# block 1

`config.mk`:
```
export PLATFORM = sky130hd
export DESIGN_NAME = qif_synapse
export DESIGN_NICKNAME = d
export VERILOG_FILES = /design/src/rtl/qif_pkg.sv /design/src/rtl/qif_spike_detect.sv /design/src/rtl/qif_synapse.sv
export SDC_FILE = /design/constraint.sdc
export NUM_CORES = 1
export LEC_CHECK = 0
export CAP_MARGIN = 20
export CORE_MARGIN = 5
export CORE_UTILIZATION = 55
export DETAILED_ROUTE_END_ITERATION = 10
export GPL_ROUTABILITY_DRIVEN = 0
export PLACE_DENSITY_LB_ADDON = 0.05
export RECOVER_POWER = 50
export SYNTH_ARGS = -nofsm -noshare
export SYNTH_HDL_FRONTEND = slang
export SYNTH_SLANG_ARGS = --single-unit
```
`constraint.sdc`:
```
create_clock -name clk -period 6.6 [get_ports clk]
set_input_delay 1.32 -clock clk [delete_from_list [all_inputs] [get_ports clk]]
set_output_delay 1.32 -clock clk [all_outputs]
set_load 0.005 [all_outputs]
```
`src/rtl/qif_pkg.sv`:
```
// Shared types and constants for the QIF neuron/synapse pair.
// Keeping V_TH_DEFAULT here keeps neuron and synapse thresholds aligned.
package qif_pkg;

    typedef logic signed [7:0] data_t;

    typedef enum logic [1:0] {
        ARMED    = 2'd0,
        REFRACT  = 2'd1,
        WAIT_LOW = 2'd2
    } syn_state_e;

    localparam data_t I_MAX        = 8'sd127;
    localparam data_t I_MIN        = 8'sh80;
    localparam data_t V_TH_DEFAULT = 8'sd50;

    function automatic data_t sat8(input logic signed [9:0] x);
        if (x > 10'sd127) begin
            return I_MAX;
        end else if (x < -10'sd128) begin
            return I_MIN;
        end else begin
            return x[7:0];
        end
    endfunction

endpackage

```
`src/rtl/qif_spike_detect.sv`:
```
// Spike detector: threshold compare, refractory gate and re-arm on V_mem low.
// det_o is the combinational detect strobe; spike_o is its registered pulse.
module qif_spike_detect
    import qif_pkg::*;
#(
    parameter data_t       V_TH           = V_TH_DEFAULT,
    parameter int unsigned REFRACT_CYCLES = 3
) (
    input  logic  clk_i,
    input  logic  rst_i,
    input  data_t v_mem_i,
    output logic  det_o,
    output logic  spike_o
);

    localparam logic [3:0] RC = REFRACT_CYCLES[3:0];

    syn_state_e state_q;
    logic [3:0] cnt_q;
    logic       spike_q;

    assign det_o   = (state_q == ARMED) && (v_mem_i >= V_TH);
    assign spike_o = spike_q;

    always_ff @(posedge clk_i or posedge rst_i) begin
        if (rst_i) begin
            state_q <= ARMED;
            cnt_q   <= 4'd0;
            spike_q <= 1'b0;
        end else begin
            spike_q <= det_o;
            unique case (state_q)
                ARMED: begin
                    if (det_o) begin
                        if (RC == 4'd0) begin
                            state_q <= WAIT_LOW;
                        end else begin
                            state_q <= REFRACT;
                            cnt_q   <= RC;
                        end
                    end
                end
                REFRACT: begin
                    cnt_q <= cnt_q - 4'd1;
                    if (cnt_q == 4'd1) begin
                        state_q <= WAIT_LOW;
                    end
                end
                WAIT_LOW: begin
                    if (v_mem_i < V_TH) begin
                        state_q <= ARMED;
                    end
                end
                default: state_q <= ARMED;
            endcase
        end
    end

endmodule

```
`src/rtl/qif_synapse.sv`:
```
// QIF synapse: spike detect plus decaying, saturating synaptic current.
// Optional spike counter port enabled by QIF_SYN_SPIKE_CNT_EN.
module qif_synapse
    import qif_pkg::*;
#(
    parameter data_t       V_TH           = V_TH_DEFAULT,
    parameter int unsigned TAU_SHIFT      = 2,
    parameter int unsigned REFRACT_CYCLES = 3
) (
    input  logic              clk,
    input  logic              rst_n,
    input  logic signed [7:0] V_mem,
    input  logic signed [7:0] weight,
    input  logic              syn_en,
    output logic              spike,
`ifdef QIF_SYN_SPIKE_CNT_EN
    output logic [7:0]        spike_cnt,
`endif
    output logic signed [7:0] I_syn
);

    logic              det;
    data_t             i_syn_q, i_syn_d;
    logic signed [9:0] cur, dec, add, sum;

    qif_spike_detect #(
        .V_TH           (V_TH),
        .REFRACT_CYCLES (REFRACT_CYCLES)
    ) u_det (
        .clk_i   (clk),
        .rst_i   (rst_n),
        .v_mem_i (V_mem),
        .det_o   (det),
        .spike_o (spike)
    );

    // Positive residues below 2^TAU_SHIFT would stall; force a unit step.
    always_comb begin
        cur = $signed({{2{i_syn_q[7]}}, i_syn_q});
        dec = cur >>> TAU_SHIFT;
        if (dec == 10'sd0 && cur > 10'sd0) begin
            dec = 10'sd1;
        end
        add = 10'sd0;
        if (det && syn_en) begin
            add = $signed({{2{weight[7]}}, weight});
        end
        sum     = cur - dec + add;
        i_syn_d = sat8(sum);
    end

    always_ff @(posedge clk or posedge rst_n) begin
        if (rst_n) begin
            i_syn_q <= '0;
        end else begin
            i_syn_q <= i_syn_d;
        end
    end

    assign I_syn = i_syn_q;

`ifdef QIF_SYN_SPIKE_CNT_EN
    logic [7:0] cnt_q, cnt_d;

    assign cnt_d = det ? cnt_q + 8'd1 : cnt_q;

    always_ff @(posedge clk or posedge rst_n) begin
        if (rst_n) begin
            cnt_q <= 8'd0;
        end else begin
            cnt_q <= cnt_d;
        end
    end

    assign spike_cnt = cnt_q;
`else
    // Spike counting compiled out.
`endif

endmodule

```
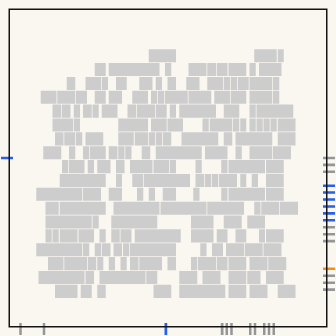
block_1/io_placement.png
Pins as bars across the die edge, other pins in grey.
spike -> orange  # pins 1, direction output, edge east
I_syn -> blue  # pins 8, direction output, edge 6 east, 1 west, 1 south
all pins by edge = 16 east, 11 south, 1 west

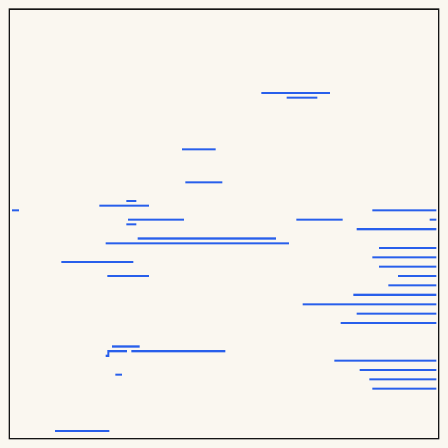
block_1/layer_met3.png
longest straight run = 26.2 um
nets with wire on the layer = 32

==> flow_summary.ini <==
; implementation run metrics
[outcome]
status = finished clean

[synthesis]
yosysWarnings = 0
compound_area_frac = 0.220
postSynthSeqShare = 0.252
fp_nets = 211
most_common_cell = inv_1
simple_gate_area_frac = 0.156

[layout]
drive_above_1_share = 0.0556

[final_timing]
rsz0062_at_grt = false
finalCriticalPeriod_ns = 5.12
max_slew_margin = 0.644
report.final.setup_viol = 0
skew_ns = 0.00504

[die]
core_region_area_um2 = 2520
fp_util = 0.590

[drt]
post-route-drc-count = 0
viasPerCell = 5.90
drtIter0Drc = 89

[critical_path]
crit_path_top_delay_cell = dlygate4sd3_1
area by class of cell:
| class | instances | area [um2] | area share |
|---|---|---|---|
| clock buffer | 4 | 26.3 | 0.0146 |
| inverter | 27 | 101 | 0.0563 |
| multi-input combinational | 126 | 1000 | 0.555 |
| sequential | 15 | 375 | 0.208 |
| tap | 30 | 37.5 | 0.0208 |
| timing repair buffer | 26 | 260 | 0.145 |
registers in the layout, summed over array words and instances (netlist names):
signal	flops
I_syn	8
u_det.cnt_q	4
u_det.spike_o	1
u_det.state_q	2
metal layers:
layer | wire (um) | global-route usage | vias to the layer above
met5 | 0 | 0 | -
met4 | 29 | 0.0394 | 0
met3 | 295 | 0.0393 | 6
met2 | 1760 | 0.373 | 51
met1 | 1530 | 0.279 | 639
li1 | - | - | 649
metrics by stage:
stage / utilization / setup WS (ns) / std cells
2_1_floorplan: - / 2.16 / 171
3_3_place_gp: 0.703 / 1.44 / 224
3_5_place_dp: 0.703 / 1.31 / 224
4_1_cts: 0.714 / 1.60 / 228
5_1_grt: 0.714 / 1.30 / 228
6_report: 0.714 / 1.48 / 228

# block 2

block_2/flops_by_reg.png
Other sequential cells in the stronger grey, the rest of the logic in the fainter grey.
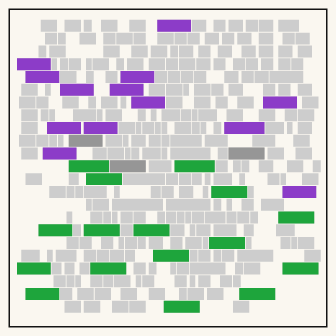
block_2/io_placement.png
Pins as bars across the die edge, other pins in grey.
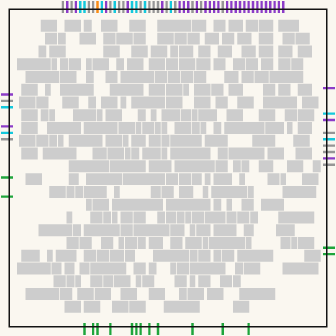
block_2/congestion.png
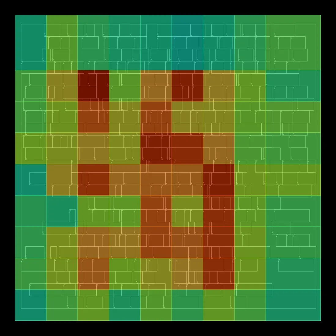
==> src/rtl/extend_arbiter.sv <==
// ============================================================================
// Module   : extend_arbiter
// Function : Round-robin share of one 12->32 bit sign/zero immediate extender
//            between two requesters, with a registered valid/ready output.
// Revision : 1.0 - initial release
// ============================================================================
`default_nettype none

module extend_arbiter (
  input  logic        clk,
  input  logic        reset,
  input  logic        req0_valid,
  input  logic [11:0] req0_imm,
  input  logic        req0_signed,
  output logic        req0_ready,
  input  logic        req1_valid,
  input  logic [11:0] req1_imm,
  input  logic        req1_signed,
  output logic        req1_ready,
  output logic        out_valid,
  input  logic        out_ready,
  output logic [31:0] out_data,
  output logic        out_id,
  output logic [15:0] conflict_count
);

  localparam logic [15:0] C_CNT_MAX = 16'hFFFF;

  logic        out_valid_q, out_valid_d;
  logic [31:0] out_data_q,  out_data_d;
  logic        out_id_q,    out_id_d;
  logic        last_grant_q, last_grant_d;
  logic [15:0] conflict_q,  conflict_d;

  logic        w_can_accept;
  logic        w_any_valid;
  logic        w_both_valid;
  logic        w_grant;
  logic        w_ready0;
  logic        w_ready1;
  logic        w_xfer;
  logic [11:0] w_sel_imm;
  logic        w_sel_signed;
  logic [31:0] w_ext;

  assign w_can_accept = !out_valid_q || out_ready;
  assign w_any_valid  = req0_valid || req1_valid;
  assign w_both_valid = req0_valid && req1_valid;

  // On a tie the requester that did not win last time gets the grant.
  assign w_grant  = w_both_valid ? ~last_grant_q : req1_valid;

  assign w_ready0 = w_can_accept && w_any_valid && (w_grant == 1'b0) && !reset;
  assign w_ready1 = w_can_accept && w_any_valid && (w_grant == 1'b1) && !reset;
  assign w_xfer   = (req0_valid && w_ready0) || (req1_valid && w_ready1);

  assign w_sel_imm    = w_grant ? req1_imm    : req0_imm;
  assign w_sel_signed = w_grant ? req1_signed : req0_signed;
  assign w_ext        = w_sel_signed ? {{20{w_sel_imm[11]}}, w_sel_imm}
                                     : {20'h00000, w_sel_imm};

  always_comb begin
    out_valid_d  = out_valid_q;
    out_data_d   = out_data_q;
    out_id_d     = out_id_q;
    last_grant_d = last_grant_q;
    conflict_d   = conflict_q;

    if (w_xfer) begin
      out_valid_d  = 1'b1;
      out_data_d   = w_ext;
      out_id_d     = w_grant;
      last_grant_d = w_grant;
    end else if (out_valid_q && out_ready) begin
      out_valid_d  = 1'b0;
    end

    if (w_both_valid && w_can_accept && (conflict_q != C_CNT_MAX)) begin
      conflict_d = conflict_q + 16'd1;
    end
  end

  always_ff @(posedge clk) begin
    if (reset) begin
      out_valid_q  <= 1'b0;
      out_data_q   <= 32'h0;
      out_id_q     <= 1'b0;
      last_grant_q <= 1'b1;
      conflict_q   <= 16'h0;
    end else begin
      out_valid_q  <= out_valid_d;
      out_data_q   <= out_data_d;
      out_id_q     <= out_id_d;
      last_grant_q <= last_grant_d;
      conflict_q   <= conflict_d;
    end
  end

  assign req0_ready     = w_ready0;
  assign req1_ready     = w_ready1;
  assign out_valid      = out_valid_q;
  assign out_data       = out_data_q;
  assign out_id         = out_id_q;
  assign conflict_count = conflict_q;

endmodule

`default_nettype wire

==> config.mk <==
export PLATFORM = sky130hd
export DESIGN_NAME = extend_arbiter
export DESIGN_NICKNAME = d
export VERILOG_FILES = /design/src/rtl/extend_arbiter.sv
export SDC_FILE = /design/constraint.sdc
export NUM_CORES = 1
export LEC_CHECK = 0
export ABC_CLOCK_PERIOD_IN_PS = 1700
export CORE_UTILIZATION = 40
export CTS_CLUSTER_DIAMETER = 80
export DETAILED_ROUTE_END_ITERATION = 7
export GPL_TIMING_DRIVEN = 0
export PLACE_DENSITY = 0.77
export SLEW_MARGIN = 20
export SYNTH_ARGS = -nofsm -noshare
export SYNTH_HDL_FRONTEND = slang
export SYNTH_SLANG_ARGS = --single-unit
==> constraint.sdc <==
create_clock -name clk -period 1.7 [get_ports clk]
set_input_delay 0.34 -clock clk [delete_from_list [all_inputs] [get_ports clk]]
set_output_delay 0.34 -clock clk [all_outputs]
set_load 0.01 [all_outputs]
==> flow_summary.ini <==
; implementation run metrics
[critical_path]
crit_path_end = req0_ready
start_kind = input port
cp_max_fo = 4

[clock_network]
cts.htree.levels = 2

[outcome]
status = finished clean

[power]
seq-power_w = 0.000797
p_leak_nw = 1.16
cell_internal_pwr_w = 0.00141
top_power_group = registers
clkPwrFrac = 0.395

[global_routing]
grt_pass1_wl_um = 7490

[synthesis]
yosysWarnings = 0
edf_count = 0
synthesis.area_um2 = 1710

[final_timing]
report.final.setup_viol = 0
max_slew_margin = 0.629
hold_ws_ns = 0.455
tns_ns = 0

[placement]
hpwl_um = 3430

[drt]
wl_met2_um = 2550

[run]
warnings = 28
maxCapViolCount = 0

[die]
rows = 23
About block_2/flops_by_reg.png:
out_data -> purple  # flops 13
conflict_count -> green  # flops 16

About block_2/io_placement.png:
req0_ready -> orange  # pins 1, direction output, edge north
out_data -> purple  # pins 32, direction output, edge 27 north, 3 east, 2 west
conflict_count -> green  # pins 16, direction output, edge 12 south, 2 west, 2 east
req1_imm -> cyan  # pins 12, direction input, edge 8 north, 2 east, 2 west
all pins by edge = 52 north, 12 south, 11 east, 8 west
Die Ht: 67.3 um
number of port buffers: 81
die width: 67.3 um

About block_2/congestion.png:
global routing usage on met1: 0.289
Global Route Usage Sum: 0.221
met3 usage in global routing: 0.0473
WL/cell: 14.9 um
Top Usage Layer GRT: met2

## state kept, by name, indices dropped and copies added (netlist names)
register / count
last_grant_q: 1
out_data: 13
out_id: 1
out_valid: 1
conflict_count: 16
## cells by family (layout without fill, tap and decap cells)
family,Yosys count,in the layout,share of synthesized area
compound gates,52,52,0.204
fa+ha+maj,1,1,0.00734
buf+inv,34,133,0.122
flops,32,32,0.376
mux,7,7,0.0440
other cells,0,1,0
simple gates,72,72,0.247
## worst max-delay path, stage by stage
cell and delay, ns:
dlygate4sd2_1 0.27, nor2b_1 0.19, nor4b_4 0.36, buf_2 0.19
## timing repair
action / in CTS / in global routing
resized: 46 / 25
setup buffers: 6 / 4
hold buffers: 0 / 0
pin swaps: 2 / 3
endpoints found under the setup margin: 48 / 22
## placed cells by master, fill, tap and decap left out, types with 4 or more instances in the layout
cell type,n
clkdlybuf4s50_1,57
buf_4,28
nand2_1,20
a21oi_1,20
dlygate4sd2_1,20
dfxtp_1,16
dfxtp_2,13
o31ai_1,10
or4_1,10
nor2_1,9
a22oi_1,9
inv_1,6
clkbuf_8,6
buf_2,4
clkbuf_1,4
nand4_1,4
nand3_1,4
mux2_2,4

# block 3

$ cat src/rtl/wd_fault_sequencer.sv
// Watchdog fault sequencer: gates and ramps down the RF carrier amplitude when
// the watchdog fires, then holds the transmitter quiet until software clears
// the fault and a holdoff period has elapsed.
module wd_fault_sequencer #(
  parameter int unsigned AMP_W          = 16,
  parameter int unsigned RAMP_STEP      = 256,
  parameter int unsigned HOLDOFF_CYCLES = 1000,
  parameter int unsigned CNT_W          = 8
) (
  input  logic             clk,
  input  logic             rst,
  input  logic             wd_triggered,
  input  logic             wd_warning,
  input  logic             clear_fault,
  input  logic [AMP_W-1:0] amp_in,
  output logic [AMP_W-1:0] amp_out,
  output logic             rf_enable,
  output logic             fault_latched,
  output logic [CNT_W-1:0] fault_count,
  output logic [2:0]       state
);

  localparam int unsigned HOLD_W = 24;

  localparam logic [2:0] S_NORMAL    = 3'd0;
  localparam logic [2:0] S_WARN      = 3'd1;
  localparam logic [2:0] S_RAMP_DOWN = 3'd2;
  localparam logic [2:0] S_SAFE      = 3'd3;
  localparam logic [2:0] S_HOLDOFF   = 3'd4;

  localparam logic [HOLD_W-1:0] HOLD_LAST = HOLD_W'(HOLDOFF_CYCLES - 1);
  localparam logic [AMP_W-1:0]  STEP      = AMP_W'(RAMP_STEP);
  localparam logic [CNT_W-1:0]  CNT_MAX   = '1;

  logic [2:0]        state_q,  state_d;
  logic [HOLD_W-1:0] hold_q,   hold_d;
  logic [AMP_W-1:0]  amp_q,    amp_d;
  logic              rf_q,     rf_d;
  logic              lat_q,    lat_d;
  logic [CNT_W-1:0]  cnt_q,    cnt_d;
  logic [CNT_W-1:0]  cnt_inc;
  logic              above_step;

  // Saturating increment of the fault counter.
  assign cnt_inc = (cnt_q == CNT_MAX) ? cnt_q : cnt_q + CNT_W'(1);

  // Ramp can take a full step only if it stays strictly above zero.
  assign above_step = (33'(amp_q) > 33'(RAMP_STEP));

  // Next-state and next-output logic; every register holds unless changed.
  always_comb begin
    state_d = state_q;
    hold_d  = hold_q;
    amp_d   = amp_q;
    rf_d    = rf_q;
    lat_d   = lat_q;
    cnt_d   = cnt_q;
    case (state_q)
      S_NORMAL, S_WARN: begin
        rf_d = 1'b1;
        if (wd_triggered) begin
          // Amplitude freezes on the entry edge; the ramp starts next cycle.
          state_d = S_RAMP_DOWN;
          lat_d   = 1'b1;
          cnt_d   = cnt_inc;
        end else if (wd_warning) begin
          state_d = S_WARN;
          amp_d   = amp_in >> 1;
        end else begin
          state_d = S_NORMAL;
          amp_d   = amp_in;
        end
      end
      S_RAMP_DOWN: begin
        if (above_step) begin
          amp_d = amp_q - STEP;
        end else begin
          amp_d   = '0;
          rf_d    = 1'b0;
          state_d = S_SAFE;
        end
      end
      S_SAFE: begin
        amp_d = '0;
        rf_d  = 1'b0;
        if (clear_fault && !wd_triggered) begin
          state_d = S_HOLDOFF;
          lat_d   = 1'b0;
          hold_d  = '0;
        end
      end
      S_HOLDOFF: begin
        amp_d = '0;
        rf_d  = 1'b0;
        if (wd_triggered) begin
          state_d = S_SAFE;
          lat_d   = 1'b1;
          cnt_d   = cnt_inc;
        end else if (hold_q == HOLD_LAST) begin
          state_d = S_NORMAL;
          rf_d    = 1'b1;
          amp_d   = amp_in;
        end else begin
          hold_d = hold_q + HOLD_W'(1);
        end
      end
      default: begin
        // Corrupted encoding: fail safe and flag it, but do not count it.
        state_d = S_SAFE;
        amp_d   = '0;
        rf_d    = 1'b0;
        lat_d   = 1'b1;
      end
    endcase
  end

  // State and output registers with synchronous reset into holdoff.
  always_ff @(posedge clk) begin
    if (rst) begin
      state_q <= S_HOLDOFF;
      hold_q  <= '0;
      amp_q   <= '0;
      rf_q    <= 1'b0;
      lat_q   <= 1'b0;
      cnt_q   <= '0;
    end else begin
      state_q <= state_d;
      hold_q  <= hold_d;
      amp_q   <= amp_d;
      rf_q    <= rf_d;
      lat_q   <= lat_d;
      cnt_q   <= cnt_d;
    end
  end

  assign amp_out       = amp_q;
  assign rf_enable     = rf_q;
  assign fault_latched = lat_q;
  assign fault_count   = cnt_q;
  assign state         = state_q;

endmodule

$ cat config.mk
export PLATFORM = sky130hd
export DESIGN_NAME = wd_fault_sequencer
export DESIGN_NICKNAME = d
export VERILOG_FILES = /design/src/rtl/wd_fault_sequencer.sv
export SDC_FILE = /design/constraint.sdc
export NUM_CORES = 1
export LEC_CHECK = 0
export CAP_MARGIN = 20
export CORE_MARGIN = 2
export CORE_UTILIZATION = 33
export DETAILED_ROUTE_END_ITERATION = 10
export PLACE_DENSITY_LB_ADDON = 0.15
export SLEW_MARGIN = 0
export SYNTH_ARGS = -nofsm -noshare
export SYNTH_HDL_FRONTEND = slang
export SYNTH_SLANG_ARGS = --single-unit
$ cat constraint.sdc
create_clock -name clk -period 6.2 [get_ports clk]
set_clock_uncertainty 0.1 [all_clocks]
set_input_delay 0.93 -clock clk [delete_from_list [all_inputs] [get_ports clk]]
set_output_delay 0.93 -clock clk [all_outputs]
set_load 0.01 [all_outputs]
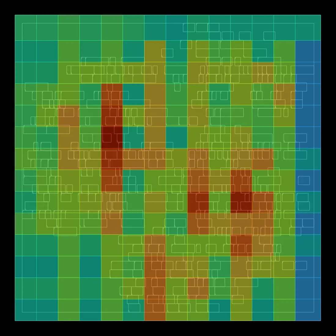
block_3/congestion.png
global routing usage on met1: 0.198
Global Route Usage Sum: 0.152
WL/cell: 14.7 um
met3 usage in global routing: 0.0308
Core Util, Final: 0.418

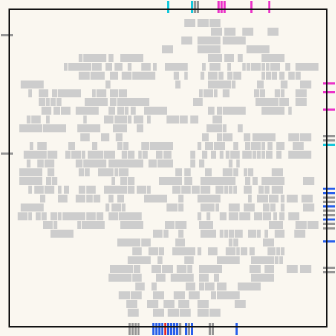
block_3/io_placement.png
Pins as bars across the die edge, other pins in grey.
fault_count -> magenta  # pins 8, direction output, edge 5 north, 3 east
amp_in -> blue  # pins 16, direction input, edge 11 south, 5 east
state -> cyan  # pins 3, direction output, edge 2 north, 1 east
wd_warning -> red  # pins 1, direction input, edge south
all pins by edge = 20 south, 19 east, 9 north, 2 west

==> flow_summary.ini <==
; implementation run metrics
[layout]
diodes = 0
area_delta_synth_final_pct = 24.2

[final_timing]
tightest_slew_ns = 1.03
tns_ns = 0
fmax_mhz = 287
report.final.setup_viol = 0
period_used_share = 0.561

[critical_path]
worstPathRequired_ns = 6.33
crit_path_end_kind = flip-flop

[placement]
place_ws_ns = 2.57
placed_cell_area_um2 = 3480
finalWeightedCongestion = 0.854
hpwl_um = 5220

[power]
seq-power_w = 0.000366
p_sw_w = 0.000195
p_sw_frac = 0.256
ir_drop_mv = 0.117

[clock_network]
clk_latency_ns = 0.31
clock_path_buffers = 2
cts_buffers = 5
post_cts_buffers = 0
cts_tree = built

[drt]
vias = 2716
wl_met2_um = 3470
drt-pass1-iter-count = 5
top_layer = met4

[run]
maxCapViolCount = 0

[synthesis]
simple_gate_area_frac = 0.269
compound_area_frac = 0.216
yosysWarnings = 0
ys_sh_mux = 0.0172

[global_routing]
grt_pass1_vias = 2573
overflow = 0
grt_max_degree = 27

[outcome]
status = finished clean

[die]
rows = 34
fp_util = 0.337
path summary, 6_finish.rpt:
check	start	endpoint	cells past startpoint
max	rst	amp_out[5]	5
min	amp_out[0]	amp_out[0]	1
max reg2reg	state[1]	amp_out[5]	4
min reg2reg	amp_out[0]	amp_out[0]	1
worst max-delay path, cell delays in order:
cell and delay (ns):
clkdlybuf4s50_1 0.79, nor4b_1 1.01, o21ai_0 0.36, nand2_1 0.35
o2bb2ai_1 0.15
state kept, by name, indices dropped and copies added, names as in the netlist:
name and cells:
rf_enable 1, fault_latched 1, fault_count 8, amp_out 16, hold_q 24, state 3
final cells by class:
cell class	instances	area (um2)
inverters	7	26.3
flip-flops and latches	53	1060
fillers	874	5030
well taps	108	135
repair buffers	51	505
multi-input cells	274	1750
clock inverters	3	65.1
clock buffers	5	68.8
placed cells by master (no fill, tap or decap), types with 8 or more instances in the layout:
master / n
nor2_1: 44
nand2_1: 23
dfxtp_1: 53
xor2_1: 16
a21oi_1: 22
clkdlybuf4s50_1: 49
o2bb2ai_1: 8
xnor2_1: 11
nor3_1: 10
a22o_1: 9
o21ai_0: 15
nand4_1: 8
nand3_1: 20

# block 4

block_4/flops_by_reg.png
Other sequential cells in the stronger grey, the rest of the logic in the fainter grey.
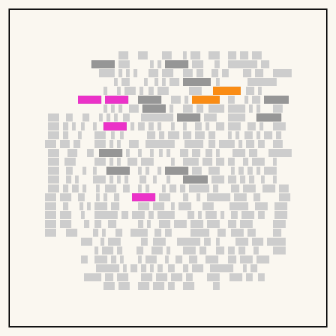
File: src/rtl/counter_run_arbiter.sv
// ---------------------------------------------------------------------------
// counter_run_arbiter
//
// Shares one external loadable counter between NUM_REQ requesters. Each
// requester asks for a "run": load the counter with its start value, then
// count up (mod 2^CNT_W) until the count equals its end value. Requesters are
// served round-robin. The owner gets a one-cycle done pulse when its run
// completes. Dropping the request mid-run aborts it without a done pulse.
//
// The external counter gives load priority over enable. Both controls take
// effect on the next rising clk edge.
//
// Ports
//   clk           rising-edge clock
//   rst           synchronous, active-high reset
//   req           per-requester run request, held until done or abort
//   start_val     packed start values, requester i at [i*CNT_W +: CNT_W]
//   end_val       packed end values, same packing
//   grant         one-hot owner of the counter, zero when idle
//   done          one-cycle pulse to the owner when its run completes
//   busy          high whenever the arbiter is not idle
//   cnt_load_en   counter load strobe
//   cnt_load_val  counter load value (zero when not loading)
//   cnt_enable    counter increment enable
//   cnt_count     current counter value
// ---------------------------------------------------------------------------
module counter_run_arbiter #(
    parameter int NUM_REQ = 4,
    parameter int CNT_W   = 4
) (
    input  logic                     clk,
    input  logic                     rst,
    input  logic [NUM_REQ-1:0]       req,
    input  logic [NUM_REQ*CNT_W-1:0] start_val,
    input  logic [NUM_REQ*CNT_W-1:0] end_val,
    output logic [NUM_REQ-1:0]       grant,
    output logic [NUM_REQ-1:0]       done,
    output logic                     busy,
    output logic                     cnt_load_en,
    output logic [CNT_W-1:0]         cnt_load_val,
    output logic                     cnt_enable,
    input  logic [CNT_W-1:0]         cnt_count
);

    localparam int IDX_W = (NUM_REQ > 1) ? $clog2(NUM_REQ) : 1;

    typedef enum logic [1:0] {
        IDLE,
        LOAD,
        RUN,
        DONE
    } state_t;

    state_t             state_q, state_d;
    logic [NUM_REQ-1:0] grant_q, grant_d;
    logic [IDX_W-1:0]   owner_q, owner_d;   // binary index of the grant bit
    logic [IDX_W-1:0]   last_q,  last_d;    // most recently served requester
    logic [CNT_W-1:0]   start_q, start_d;
    logic [CNT_W-1:0]   end_q,   end_d;

    // Round-robin pick: first requesting index after last_q, with wrap.
    logic             found;
    logic [IDX_W-1:0] pick;
    logic [IDX_W-1:0] cand;

    // NOTE: every variable driven here gets a default before any branch, so
    // no path leaves one unassigned and no latch is inferred.
    always_comb begin
        found = 1'b0;
        pick  = '0;
        cand  = '0;
        for (int off = 1; off <= NUM_REQ; off++) begin
            cand = IDX_W'((int'(last_q) + off) % NUM_REQ);
            if (!found && req[cand]) begin
                found = 1'b1;
                pick  = cand;
            end
        end
    end

    logic owner_req;
    assign owner_req = req[owner_q];

    // Next-state and output decode.
    always_comb begin
        state_d      = state_q;
        grant_d      = grant_q;
        owner_d      = owner_q;
        last_d       = last_q;
        start_d      = start_q;
        end_d        = end_q;
        done         = '0;
        cnt_load_en  = 1'b0;
        cnt_load_val = '0;
        cnt_enable   = 1'b0;

        unique case (state_q)
            IDLE: begin
                if (found) begin
                    state_d = LOAD;
                    grant_d = NUM_REQ'(1) << pick;
                    owner_d = pick;
                    // The winner's values are captured only here; later
                    // changes on its inputs do not affect the run.
                    start_d = start_val[int'(pick)*CNT_W +: CNT_W];
                    end_d   = end_val[int'(pick)*CNT_W +: CNT_W];
                end
            end

            LOAD: begin
                // The load is issued even when this cycle turns out to be
                // an abort, so the counter always ends up holding start_q.
                cnt_load_en  = 1'b1;
                cnt_load_val = start_q;
                if (!owner_req) begin
                    state_d = IDLE;
                    grant_d = '0;
                    last_d  = owner_q;
                end else begin
                    state_d = RUN;
                end
            end

            RUN: begin
                if (!owner_req) begin
                    state_d = IDLE;
                    grant_d = '0;
                    last_d  = owner_q;
                end else if (cnt_count == end_q) begin
                    // Enable stays low on the terminal cycle, so the count
                    // stops exactly at end_q.
                    state_d = DONE;
                end else begin
                    cnt_enable = 1'b1;
                end
            end

            DONE: begin
                done    = grant_q;
                state_d = IDLE;
                grant_d = '0;
                last_d  = owner_q;
            end

            default: begin
                state_d = IDLE;
                grant_d = '0;
            end
        endcase
    end

    // NOTE: state registers use non-blocking assignments so every flop
    // samples its pre-edge inputs regardless of process ordering.
    always_ff @(posedge clk) begin
        if (rst) begin
            state_q <= IDLE;
            grant_q <= '0;
            owner_q <= '0;
            // Pointing at the last requester gives req[0] first priority.
            last_q  <= IDX_W'(NUM_REQ - 1);
            start_q <= '0;
            end_q   <= '0;
        end else begin
            state_q <= state_d;
            grant_q <= grant_d;
            owner_q <= owner_d;
            last_q  <= last_d;
            start_q <= start_d;
            end_q   <= end_d;
        end
    end

    assign grant = grant_q;
    assign busy  = (state_q != IDLE);

endmodule

File: config.mk
export PLATFORM = sky130hd
export DESIGN_NAME = counter_run_arbiter
export DESIGN_NICKNAME = d
export VERILOG_FILES = /design/src/rtl/counter_run_arbiter.sv
export SDC_FILE = /design/constraint.sdc
export NUM_CORES = 1
export LEC_CHECK = 0
export ABC_AREA = 1
export CELL_PAD_IN_SITES_DETAIL_PLACEMENT = 1
export CELL_PAD_IN_SITES_GLOBAL_PLACEMENT = 1
export CORE_MARGIN = 10
export CORE_UTILIZATION = 28
export DETAILED_ROUTE_END_ITERATION = 7
export GPL_TIMING_DRIVEN = 0
export PLACE_DENSITY = 0.87
export SLEW_MARGIN = 20
export SYNTH_ARGS = -nofsm -noshare
export SYNTH_HDL_FRONTEND = slang
export SYNTH_SLANG_ARGS = --single-unit
File: constraint.sdc
create_clock -name clk -period 1.74 [get_ports clk]
set_input_delay 0.348 -clock clk [delete_from_list [all_inputs] [get_ports clk]]
set_output_delay 0.348 -clock clk [all_outputs]
set_load 0.005 [all_outputs]
==> flow_summary.ini <==
; implementation run metrics
[critical_path]
critPathBufInv = 6

[clock_network]
clk_pin_slew_ns = 0.08
clk_latency_ns = 0.27

[synthesis]
yosysWarnings = 0
synth.logic.top_family = simple AND/OR/NAND/NOR gates
edf_count = 0
top_cells_by_count = 82 x nand2_1, 32 x inv_1, 31 x nand3_1
ff_type = dfxtp_1

[final_timing]
period_used_share = 1.13
fin_ws_ns = -0.226
fmax_mhz = 509
report.final.setup_viol = 18

[outcome]
violations = negative setup slack
status = finished with violations

[power]
p_sw_w = 0.00317
total_power_w = 0.00629

[drt]
top_layer = met4
wl_met3_um = 241

[die]
io_pins = 57
die_h_um = 96.9
Notes on block_4/flops_by_reg.png above:
start_q -> magenta  # flops 4
state_q -> orange  # flops 2
not coloured = 12
Seq. pwr: 0.000716 W
register fraction of the total cell area: 0.122
Core Util, Final: 0.550

## worst paths after layout
path                    from       end  slack, ns  depth (start not counted)
setup reg to reg  owner_q[1]  grant[1]      -0.23                         13
setup / recovery  owner_q[1]  grant[1]      -0.23                         13
hold reg to reg     grant[3]  grant[3]       0.51                          2
hold / removal      grant[3]  grant[3]       0.51                          2
## cell type report
cell class / instances / area share
inverter: 36 / 0.0528
buffer: 10 / 0.0398
timing repair buffer: 88 / 0.273
multi-input combinational: 201 / 0.466
sequential: 18 / 0.122
clock buffer: 4 / 0.0179
tap: 72 / 0.0292
## tightest hold or removal path: stages, from the launching register on
cell	delay [ns]
dfxtp_1	0.33
nand2_1	0.08
a21oi_1	0.06
## cell usage in the layout, fill, tap and decap left out, drive strengths merged
cell type and count:
ha 4, a21oi 11, inv 36, nand3 32, nand2 110, xor2 3, o21ai 7, o211ai 2
nor2 25, xnor2 1, nand3b 1, dlygate4sd2 13, nand4 4, o21a 1, clkdlybuf4s15 5, clkdlybuf4s50 37
buf 40, clkbuf 7, dfxtp 18
## flip-flops by register name, indices dropped and copies added, names as in the netlist
signal / flops
last_q: 2
start_q: 4
grant: 4
end_q: 4
owner_q: 2
state_q: 2

# block 5

### src/rtl/riscv_fetch_buffer_pkg.sv
// Shared types for the instruction fetch buffer: FSM states, buffered entry layout
// and the reset fetch address.
package riscv_fetch_buffer_pkg;

    localparam int XLEN = 32;
    localparam logic [XLEN-1:0] DEFAULT_RESET_PC = 32'h8000_0000;

    typedef enum logic [1:0] {
        IDLE = 2'd0,
        REQ  = 2'd1,
        DROP = 2'd2
    } fetch_state_t;

    typedef struct packed {
        logic [XLEN-1:0] pc;
        logic [XLEN-1:0] data;
    } fetch_entry_t;

    // PCs are word addresses, so the sequential successor is +1 and wraps silently.
    function automatic logic [XLEN-1:0] next_pc(input logic [XLEN-1:0] pc);
        return pc + 32'd1;
    endfunction

endpackage

### src/rtl/riscv_fetch_buffer_if.sv
// Fetch buffer bus bundle: instruction memory req/ack, core valid/ready and redirect.
// The master modport is the fetch buffer side; slave is memory/core side.
interface riscv_fetch_buffer_if;
    import riscv_fetch_buffer_pkg::*;

    logic            imem_req;
    logic [XLEN-1:0] imem_addr;
    logic            imem_ack;
    logic [XLEN-1:0] imem_rdata;
    logic            instr_valid;
    logic            instr_ready;
    logic [XLEN-1:0] instr_data;
    logic [XLEN-1:0] instr_pc;
    logic            redir_valid;
    logic [XLEN-1:0] redir_pc;

    modport master (
        output imem_req, imem_addr,
        input  imem_ack, imem_rdata,
        output instr_valid, instr_data, instr_pc,
        input  instr_ready,
        input  redir_valid, redir_pc
    );

    modport slave (
        input  imem_req, imem_addr,
        output imem_ack, imem_rdata,
        input  instr_valid, instr_data, instr_pc,
        output instr_ready,
        output redir_valid, redir_pc
    );

endinterface

### src/rtl/riscv_fetch_buffer_sync_fifo.sv
// Synchronous FIFO of fetch entries with push/pop/flush; flush wins over push and pop.
// DEPTH must be a power of two so the pointers wrap naturally.
module riscv_fetch_buffer_sync_fifo
    import riscv_fetch_buffer_pkg::*;
#(
    parameter int unsigned DEPTH = 4,
    localparam int unsigned PTR_W = $clog2(DEPTH),
    localparam int unsigned CNT_W = PTR_W + 1
) (
    input  logic             clk,
    input  logic             rst,
    input  logic             push,
    input  fetch_entry_t     push_entry,
    input  logic             pop,
    input  logic             flush,
    output fetch_entry_t     head,
    output logic [CNT_W-1:0] count,
    output logic             full,
    output logic             empty
);

    fetch_entry_t     mem_q [DEPTH];
    fetch_entry_t     mem_d [DEPTH];
    logic [PTR_W-1:0] wr_ptr_q, wr_ptr_d;
    logic [PTR_W-1:0] rd_ptr_q, rd_ptr_d;
    logic [CNT_W-1:0] count_q, count_d;
    logic             do_push, do_pop;

    assign full    = (count_q == CNT_W'(DEPTH));
    assign empty   = (count_q == '0);
    assign count   = count_q;
    assign head    = mem_q[rd_ptr_q];
    assign do_pop  = pop && !empty;
    assign do_push = push && (!full || do_pop);

    always_comb begin
        mem_d    = mem_q;
        wr_ptr_d = wr_ptr_q;
        rd_ptr_d = rd_ptr_q;
        count_d  = count_q;
        if (flush) begin
            wr_ptr_d = '0;
            rd_ptr_d = '0;
            count_d  = '0;
        end else begin
            if (do_push) begin
                mem_d[wr_ptr_q] = push_entry;
                wr_ptr_d        = wr_ptr_q + PTR_W'(1);
            end
            if (do_pop) begin
                rd_ptr_d = rd_ptr_q + PTR_W'(1);
            end
            count_d = count_q + CNT_W'(do_push) - CNT_W'(do_pop);
        end
    end

    always_ff @(posedge clk or negedge rst) begin
        if (!rst) begin
            mem_q    <= '{default: '0};
            wr_ptr_q <= '0;
            rd_ptr_q <= '0;
            count_q  <= '0;
        end else begin
            mem_q    <= mem_d;
            wr_ptr_q <= wr_ptr_d;
            rd_ptr_q <= rd_ptr_d;
            count_q  <= count_d;
        end
    end

endmodule

### src/rtl/riscv_fetch_buffer.sv
// Instruction fetch/prefetch buffer: one outstanding imem request, DEPTH-entry buffer, redirect flush.
// Define FETCH_PERF_EN to add perf_fetch_cnt / perf_flush_cnt counter ports.
module riscv_fetch_buffer
    import riscv_fetch_buffer_pkg::*;
#(
    parameter int unsigned     DEPTH    = 4,
    parameter logic [XLEN-1:0] RESET_PC = DEFAULT_RESET_PC
) (
    input logic                  clk,
    input logic                  rst,
    riscv_fetch_buffer_if.master bus
`ifdef FETCH_PERF_EN
    ,
    output logic [31:0]          perf_fetch_cnt,
    output logic [31:0]          perf_flush_cnt
`endif
);

    localparam int unsigned CNT_W = $clog2(DEPTH) + 1;

    fetch_state_t    state_q, state_d;
    logic            imem_req_q, imem_req_d;
    logic [XLEN-1:0] imem_addr_q, imem_addr_d;
    logic [XLEN-1:0] fetch_pc_q, fetch_pc_d;

    logic             push, pop, flush;
    fetch_entry_t     push_entry, head_entry;
    logic [CNT_W-1:0] count, count_after;
    logic             fifo_full, fifo_empty;

    // Ack data is only kept in REQ; acks in DROP or under a redirect are discarded.
    assign push        = (state_q == REQ) && bus.imem_ack && !bus.redir_valid;
    assign pop         = bus.instr_ready && !fifo_empty;
    assign flush       = bus.redir_valid;
    assign push_entry  = '{pc: fetch_pc_q, data: bus.imem_rdata};
    assign count_after = count + CNT_W'(push) - CNT_W'(pop);

    riscv_fetch_buffer_sync_fifo #(.DEPTH(DEPTH)) u_fifo (
        .clk       (clk),
        .rst       (rst),
        .push      (push),
        .push_entry(push_entry),
        .pop       (pop),
        .flush     (flush),
        .head      (head_entry),
        .count     (count),
        .full      (fifo_full),
        .empty     (fifo_empty)
    );

    always_comb begin
        state_d     = state_q;
        imem_req_d  = imem_req_q;
        imem_addr_d = imem_addr_q;
        fetch_pc_d  = fetch_pc_q;
        case (state_q)
            IDLE: begin
                if (bus.redir_valid) begin
                    state_d     = REQ;
                    imem_req_d  = 1'b1;
                    imem_addr_d = bus.redir_pc;
                    fetch_pc_d  = bus.redir_pc;
                end else if (!fifo_full || pop) begin
                    state_d     = REQ;
                    imem_req_d  = 1'b1;
                    imem_addr_d = fetch_pc_q;
                end
            end
            REQ: begin
                if (bus.redir_valid) begin
                    fetch_pc_d = bus.redir_pc;
                    if (bus.imem_ack) begin
                        imem_addr_d = bus.redir_pc;
                    end else begin
                        state_d = DROP;
                    end
                end else if (bus.imem_ack) begin
                    fetch_pc_d = next_pc(fetch_pc_q);
                    // Issue the next request only if it still has a guaranteed buffer slot.
                    if (count_after < CNT_W'(DEPTH)) begin
                        imem_addr_d = next_pc(fetch_pc_q);
                    end else begin
                        state_d    = IDLE;
                        imem_req_d = 1'b0;
                    end
                end
            end
            DROP: begin
                if (bus.redir_valid) begin
                    fetch_pc_d = bus.redir_pc;
                end
                if (bus.imem_ack) begin
                    state_d     = REQ;
                    imem_addr_d = bus.redir_valid ? bus.redir_pc : fetch_pc_q;
                end
            end
            default: begin
                state_d    = IDLE;
                imem_req_d = 1'b0;
            end
        endcase
    end

    always_ff @(posedge clk or negedge rst) begin
        if (!rst) begin
            state_q     <= IDLE;
            imem_req_q  <= 1'b0;
            imem_addr_q <= RESET_PC;
            fetch_pc_q  <= RESET_PC;
        end else begin
            state_q     <= state_d;
            imem_req_q  <= imem_req_d;
            imem_addr_q <= imem_addr_d;
            fetch_pc_q  <= fetch_pc_d;
        end
    end

    assign bus.imem_req    = imem_req_q;
    assign bus.imem_addr   = imem_addr_q;
    assign bus.instr_valid = !fifo_empty;
    assign bus.instr_data  = fifo_empty ? '0 : head_entry.data;
    assign bus.instr_pc    = fifo_empty ? '0 : head_entry.pc;

`ifdef FETCH_PERF_EN
    logic [31:0] perf_fetch_q, perf_fetch_d;
    logic [31:0] perf_flush_q, perf_flush_d;

    always_comb begin
        perf_fetch_d = perf_fetch_q + (push ? 32'd1 : 32'd0);
        perf_flush_d = perf_flush_q + (bus.redir_valid ? 32'd1 : 32'd0);
    end

    always_ff @(posedge clk or negedge rst) begin
        if (!rst) begin
            perf_fetch_q <= '0;
            perf_flush_q <= '0;
        end else begin
            perf_fetch_q <= perf_fetch_d;
            perf_flush_q <= perf_flush_d;
        end
    end

    assign perf_fetch_cnt = perf_fetch_q;
    assign perf_flush_cnt = perf_flush_q;
`endif

endmodule

### src/flat_wrapper.sv
// flat-port wrapper written by rule: the top's interface ports become plain ports
module riscv_fetch_buffer_flat import riscv_fetch_buffer_pkg::*;
#(
    parameter int unsigned     DEPTH    = 4,
    parameter logic [XLEN-1:0] RESET_PC = DEFAULT_RESET_PC
)
  (clk, rst, bus_imem_req, bus_imem_addr, bus_imem_ack, bus_imem_rdata, bus_instr_valid, bus_instr_data, bus_instr_pc, bus_instr_ready, bus_redir_valid, bus_redir_pc);
  riscv_fetch_buffer_if bus_i ();
  input logic clk;
  input logic rst;
  output wire logic [$bits(bus_i.imem_req)-1:0] bus_imem_req;
  output wire logic [$bits(bus_i.imem_addr)-1:0] bus_imem_addr;
  input wire logic [$bits(bus_i.imem_ack)-1:0] bus_imem_ack;
  input wire logic [$bits(bus_i.imem_rdata)-1:0] bus_imem_rdata;
  output wire logic [$bits(bus_i.instr_valid)-1:0] bus_instr_valid;
  output wire logic [$bits(bus_i.instr_data)-1:0] bus_instr_data;
  output wire logic [$bits(bus_i.instr_pc)-1:0] bus_instr_pc;
  input wire logic [$bits(bus_i.instr_ready)-1:0] bus_instr_ready;
  input wire logic [$bits(bus_i.redir_valid)-1:0] bus_redir_valid;
  input wire logic [$bits(bus_i.redir_pc)-1:0] bus_redir_pc;
  assign bus_imem_req = bus_i.imem_req;
  assign bus_imem_addr = bus_i.imem_addr;
  assign bus_i.imem_ack = bus_imem_ack;
  assign bus_i.imem_rdata = bus_imem_rdata;
  assign bus_instr_valid = bus_i.instr_valid;
  assign bus_instr_data = bus_i.instr_data;
  assign bus_instr_pc = bus_i.instr_pc;
  assign bus_i.instr_ready = bus_instr_ready;
  assign bus_i.redir_valid = bus_redir_valid;
  assign bus_i.redir_pc = bus_redir_pc;
  riscv_fetch_buffer #(.DEPTH(DEPTH), .RESET_PC(RESET_PC)) u_core (.clk(clk), .rst(rst), .bus(bus_i));
endmodule
### config.mk
export PLATFORM = sky130hd
export DESIGN_NAME = riscv_fetch_buffer_flat
export DESIGN_NICKNAME = d
export VERILOG_FILES = /design/src/rtl/riscv_fetch_buffer_pkg.sv /design/src/rtl/riscv_fetch_buffer_if.sv /design/src/rtl/riscv_fetch_buffer_sync_fifo.sv /design/src/rtl/riscv_fetch_buffer.sv /design/src/flat_wrapper.sv
export SDC_FILE = /design/constraint.sdc
export NUM_CORES = 1
export LEC_CHECK = 0
export CAP_MARGIN = 10
export CORE_ASPECT_RATIO = 1.4
export CORE_UTILIZATION = 50
export CTS_CLUSTER_SIZE = 8
export DETAILED_ROUTE_END_ITERATION = 10
export PLACE_DENSITY = 0.76
export RECOVER_POWER = 25
export SYNTH_ARGS = -nofsm -noshare
export SYNTH_HDL_FRONTEND = slang
export SYNTH_HIERARCHICAL = 1
export SYNTH_SLANG_ARGS = --single-unit
### constraint.sdc
create_clock -name clk -period 5.17 [get_ports clk]
set_clock_uncertainty 0.1 [all_clocks]
set_input_delay 1.551 -clock clk [delete_from_list [all_inputs] [get_ports clk]]
set_output_delay 1.551 -clock clk [all_outputs]
set_load 0.02 [all_outputs]
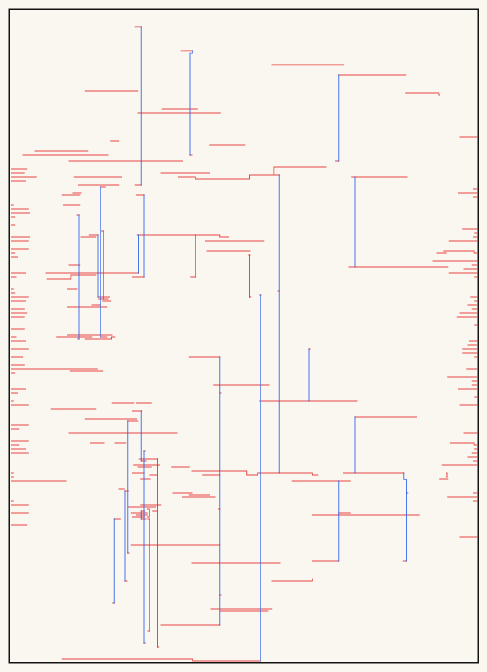
block_5/wires.png
Only two layers are drawn.
metal 3 -> red  # wire length 1670 um
metal 4 -> blue  # wire length 1060 um

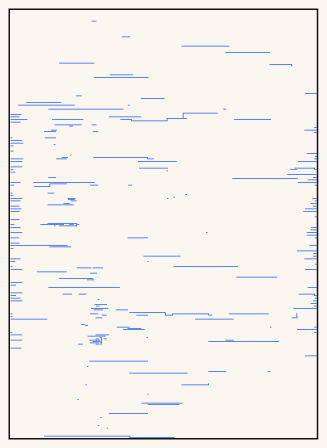
block_5/layer_met3.png
share of all routed wire = 4.2%
nets with wire on the layer = 151
main direction = horizontal
final WL: 39300 um
total number of vias: 10700
met3 usage in global routing: 0.0339

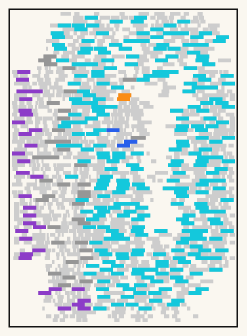
block_5/flops_by_reg.png
Other sequential cells in the stronger grey, the rest of the logic in the fainter grey.
u_core/bus.imem_addr -> purple  # flops 32, where a column on the left
u_core/u_fifo/wr_ptr_q -> orange  # flops 2
u_core/u_fifo/mem_q -> cyan  # flops 256
u_core/u_fifo/count -> blue  # flops 3

==> flow_summary.ini <==
; implementation run metrics
[die]
die_area_um2 = 35200
io_pins = 167
die_h_um = 222

[placement]
place_ws_ns = 0.574
hpwl_um = 24200
place_inst = 1777

[layout]
sh_comb_area = 0.409
register_area_um2 = 8270
dominant-cell-class = multi-input combinational cells
clock_cell_area_share = 0.0617

[global_routing]
grt_pass1_vias = 11500
antenna_found_initial = 0
top_usage_layer = met2
grt_max_degree = 99

[clock_network]
cts_sinks = 330
cts.htree.levels = 2
cts_tree = built

[power]
p_leak_nw = 8.85
p_sw_w = 0.00378
total_power_w = 0.0113
pg_clk_w = 0.00272
pwr-share-comb = 0.387
p_sw_frac = 0.334

[final_timing]
hold_ws_ns = 0.381
fmax_mhz = 213
drv_slew = 114
max_slew_margin = -0.722

[critical_path]
reg2regPathDepth = 11
crit_path_end_kind = output pin
crit_path_end = bus_instr_pc[28]

[synthesis]
most_common_cell = dfrtp_1
yosysWarnings = 6
top_cells_by_count = 328 x dfrtp_1, 210 x mux2_4, 76 x mux2_2
ys_sh_mux = 0.333
postSynthSeqShare = 0.479
yosysTopAreaCell = dfrtp_1
ys_cells = 1228

[outcome]
status = finished with violations
violations = max-capacitance violations, max-slew violations

[drt]
post-route-drc-count = 0
wl_met2_um = 19700
top_layer = met4

[run]
maxCapViolCount = 2
-- how the worst min path moves through the flow --
| stage | startpoint | to | slack (ns) |
|---|---|---|---|
| after global placement | u_core/u_fifo/mem_q[103] | u_core/u_fifo/mem_q[103] | 0.36 |
| after global routing | u_core/u_fifo/mem_q[109] | u_core/u_fifo/mem_q[109] | 0.41 |
| final | u_core/u_fifo/mem_q[75] | u_core/u_fifo/mem_q[75] | 0.38 |
| after floorplan | u_core/u_fifo/mem_q[103] | u_core/u_fifo/mem_q[103] | 0.35 |
| after detailed placement | u_core/u_fifo/mem_q[103] | u_core/u_fifo/mem_q[103] | 0.38 |
| after CTS | u_core/u_fifo/mem_q[75] | u_core/u_fifo/mem_q[75] | 0.38 |
-- sequential cells by signal (all words and copies together) (netlist names) --
signal	flops
u_core/bus.imem_addr	32
u_core/fetch_pc_q	32
u_core/u_fifo/wr_ptr_q	2
u_core/state_q	2
u_core/u_fifo/rd_ptr_q	2
u_core/u_fifo/count	3
u_core/bus.imem_req	1
u_core/u_fifo/mem_q	256

# block 6

`src/rtl/sequence_generator.sv`:
```
// Serial pattern transmitter: captures a pattern word and shifts it out MSB-first,
// repeating it with an idle gap. Define SEQ_GEN_PARITY_EN to append an even-parity bit.
//
// state  | meaning
// IDLE   | ready for a new transaction, line held at 0
// SEND   | shifting pattern bits out, MSB first
// PARITY | sending the even-parity bit (SEQ_GEN_PARITY_EN only)
// GAP    | idle cycles between repetitions of one transaction
module sequence_generator #(
   parameter int PATTERN_W  = 4,
   parameter int CNT_W      = 4,
   parameter int GAP_CYCLES = 1
) (
   input  logic                 i_clk,
   input  logic                 i_rst,
   input  logic [PATTERN_W-1:0] i_pattern,
   input  logic [CNT_W-1:0]     i_repeat,
   input  logic                 i_valid,
   output logic                 o_ready,
   output logic                 o_sequence_out,
   output logic                 o_sequence_valid,
   output logic                 o_frame_done
);

   localparam logic [1:0] IDLE   = 2'd0;
   localparam logic [1:0] SEND   = 2'd1;
`ifdef SEQ_GEN_PARITY_EN
   localparam logic [1:0] PARITY = 2'd2;
`endif
   localparam logic [1:0] GAP    = 2'd3;

   localparam int BIT_W = $clog2(PATTERN_W);
   localparam int GAP_W = (GAP_CYCLES > 1) ? $clog2(GAP_CYCLES) : 1;
   localparam logic [BIT_W-1:0] BIT_LAST = BIT_W'(PATTERN_W - 1);
   // gap timer is a down-counter; terminal count 0 means the last idle cycle
   localparam logic [GAP_W-1:0] GAP_LOAD = GAP_W'((GAP_CYCLES > 0) ? GAP_CYCLES - 1 : 0);

   logic [1:0]           state;
   logic [PATTERN_W-1:0] pat_reg;
   logic [PATTERN_W-1:0] shift_reg;
   logic [CNT_W-1:0]     rep_cnt;
   logic [BIT_W-1:0]     bit_idx;
   logic [GAP_W-1:0]     gap_cnt;

   always_ff @(posedge i_clk or posedge i_rst) begin
      if (i_rst) begin
         state            <= IDLE;
         pat_reg          <= '0;
         shift_reg        <= '0;
         rep_cnt          <= '0;
         bit_idx          <= '0;
         gap_cnt          <= '0;
         o_ready          <= 1'b0;
         o_sequence_out   <= 1'b0;
         o_sequence_valid <= 1'b0;
         o_frame_done     <= 1'b0;
      end else begin
         o_sequence_out   <= 1'b0;
         o_sequence_valid <= 1'b0;
         o_frame_done     <= 1'b0;
         case (state)
            IDLE: begin
               o_ready <= 1'b1;
               if (i_valid && o_ready) begin
                  o_ready   <= 1'b0;
                  pat_reg   <= i_pattern;
                  shift_reg <= i_pattern;
                  rep_cnt   <= i_repeat;
                  bit_idx   <= '0;
                  state     <= SEND;
               end
            end
            SEND: begin
               o_sequence_out   <= shift_reg[PATTERN_W-1];
               o_sequence_valid <= 1'b1;
               shift_reg        <= {shift_reg[PATTERN_W-2:0], 1'b0};
               bit_idx          <= bit_idx + 1'b1;
               if (bit_idx == BIT_LAST) begin
                  bit_idx <= '0;
`ifdef SEQ_GEN_PARITY_EN
                  state <= PARITY;
`else
                  o_frame_done <= 1'b1;
                  if (rep_cnt == '0) begin
                     state <= IDLE;
                  end else begin
                     rep_cnt   <= rep_cnt - 1'b1;
                     shift_reg <= pat_reg;
                     if (GAP_CYCLES > 0) begin
                        gap_cnt <= GAP_LOAD;
                        state   <= GAP;
                     end else begin
                        state <= SEND;
                     end
                  end
`endif
               end
            end
`ifdef SEQ_GEN_PARITY_EN
            PARITY: begin
               o_sequence_out   <= ^pat_reg;
               o_sequence_valid <= 1'b1;
               o_frame_done     <= 1'b1;
               if (rep_cnt == '0) begin
                  state <= IDLE;
               end else begin
                  rep_cnt   <= rep_cnt - 1'b1;
                  shift_reg <= pat_reg;
                  if (GAP_CYCLES > 0) begin
                     gap_cnt <= GAP_LOAD;
                     state   <= GAP;
                  end else begin
                     state <= SEND;
                  end
               end
            end
`endif
            GAP: begin
               if (gap_cnt == '0) state <= SEND;
               else gap_cnt <= gap_cnt - 1'b1;
            end
            default: state <= IDLE;
         endcase
      end
   end

endmodule

```
`config.mk`:
```
export PLATFORM = sky130hd
export DESIGN_NAME = sequence_generator
export DESIGN_NICKNAME = d
export VERILOG_FILES = /design/src/rtl/sequence_generator.sv
export SDC_FILE = /design/constraint.sdc
export NUM_CORES = 1
export LEC_CHECK = 0
export ABC_AREA = 1
export CAP_MARGIN = 25
export CORE_MARGIN = 1
export CORE_UTILIZATION = 45
export CTS_CLUSTER_SIZE = 20
export DETAILED_ROUTE_END_ITERATION = 8
export PLACE_DENSITY = 0.7
export REMOVE_ABC_BUFFERS = 1
export SLEW_MARGIN = 20
export SYNTH_ARGS = -nofsm -noshare
export SYNTH_HDL_FRONTEND = slang
export SYNTH_SLANG_ARGS = --single-unit
```
`constraint.sdc`:
```
create_clock -name i_clk -period 2.6 [get_ports i_clk]
set_clock_uncertainty 0.15 [all_clocks]
set_input_delay 0.52 -clock i_clk [delete_from_list [all_inputs] [get_ports i_clk]]
set_output_delay 0.52 -clock i_clk [all_outputs]
set_load 0.01 [all_outputs]
```
==> flow_summary.ini <==
; implementation run metrics
[outcome]
status = finished clean

[drt]
wl_met2_um = 892
wl_met1_um = 1000
drt-pass1-iter-count = 4

[critical_path]
crit_family = adder cells
r2r-end = rep_cnt[0]
start_kind = flip-flop
crit_path_end_kind = flip-flop
critPathBufInv = 2

[layout]
inv_count = 20
buffer_area_frac = 0.117
stdcell_count = 176
logic_area_um2 = 467
flops = 20
drive_above_1_share = 0.0743
clock_cell_area_share = 0.0288
seq_area_frac = 0.397

[die]
die_w_um = 50.4
die_area_um2 = 2540
n_tap_cell = 28

[power]
clkPwrFrac = 0.116
comb_power_w = 0.000816
p_per_area_nw_per_um2 = 1220
p_sw_w = 0.000675
pg_clk_w = 0.000179

[final_timing]
tns_ns = 0
hold_ws_ns = 0.338

[synthesis]
synthDistinctLibCells = 21
synth.area.top_cells = dfrtp_1 48%, nand2_1 11%, inv_1 6.8%, ha_1 5.9%, nand3_1 5.7%
yosysWarnings = 0
postSynthSeqShare = 0.476

[clock_network]
clk_pin_slew_ns = 0.11
cts_sinks = 20
hold_buffers = 0
cts.htree.levels = 1
clock_path_buffers = 2

[global_routing]
gr-usage-met3 = 0.0364

[placement]
hpwl_um = 1480

[run]
maxCapViolCount = 0

[worst_hold_path]
hold_end = o_sequence_out
## synthesized netlist by cell type
cell and number:
nand3_2 1, nand3_1 12, o22ai_1 1, xor2_1 1, dfrtp_1 20, ha_1 5
o21a_1 1, inv_1 19, nand2_1 31, a21oi_1 8, o21ai_0 8, inv_2 1
or2_2 1, buf_2 2, nand2_4 1, mux2i_1 1, nand3b_1 1, nor2_1 12
nor2_4 1, o21ai_2 1, o21ai_1 3
## stage by stage
stage	instance area, um2	worst slack (ns)
6_report	1260	0.507
5_1_grt	1260	0.318
4_1_cts	1260	0.507
3_5_place_dp	1220	0.536
3_3_place_gp	1220	0.627
2_1_floorplan	1040	0.843
## cells by family (layout without fill, tap and decap cells)
| family | count (synthesis) | count (layout) | share of synthesized area |
|---|---|---|---|
| muxes | 1 | 1 | 0.00951 |
| AOI/OAI and AO/OA | 22 | 22 | 0.112 |
| and+or+nand+nor | 60 | 60 | 0.254 |
| xor gates and xnor gates | 1 | 1 | 0.00832 |
| DFF | 20 | 20 | 0.476 |
| adders and majority gates | 5 | 5 | 0.0595 |
| buffers and inverters | 22 | 39 | 0.0809 |
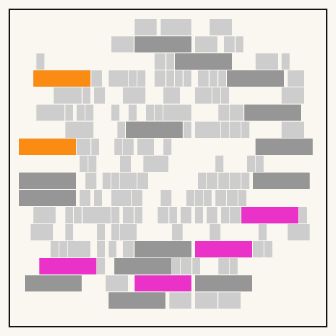
block_6/flops_by_reg.png
Other sequential cells in the stronger grey, the rest of the logic in the fainter grey.
pat_reg -> magenta  # flops 4
state -> orange  # flops 2



==> screenshots <==
The metal 3 layer.
(a)
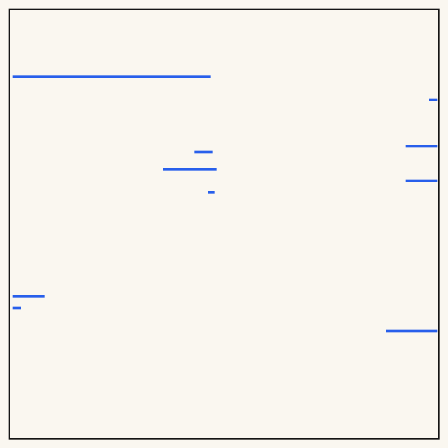
(b)
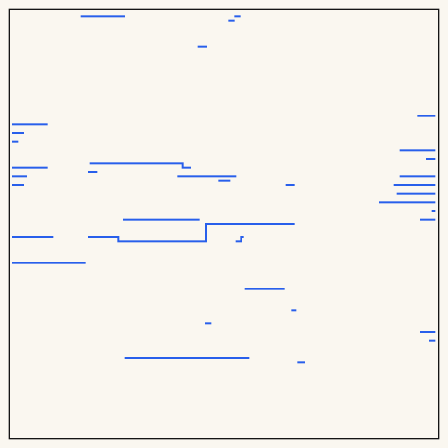
(c)
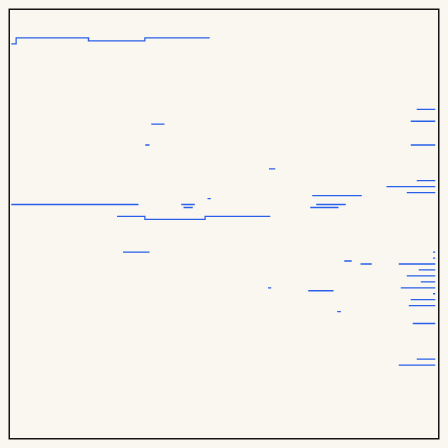
(d)
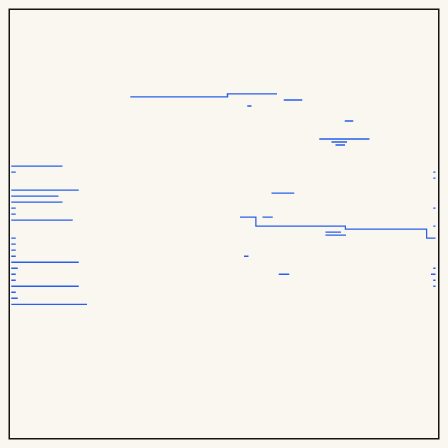
Block 6 is (a).
Block 4 is (d).
Block 3 is (c).
Block 2 is (b).

Key to (c):
longest straight run = 28.8 um
wire length on this layer = 253 um
main direction = horizontal
share of all routed wire = 3.4%

Power is estimated from default activity; no workload was simulated.
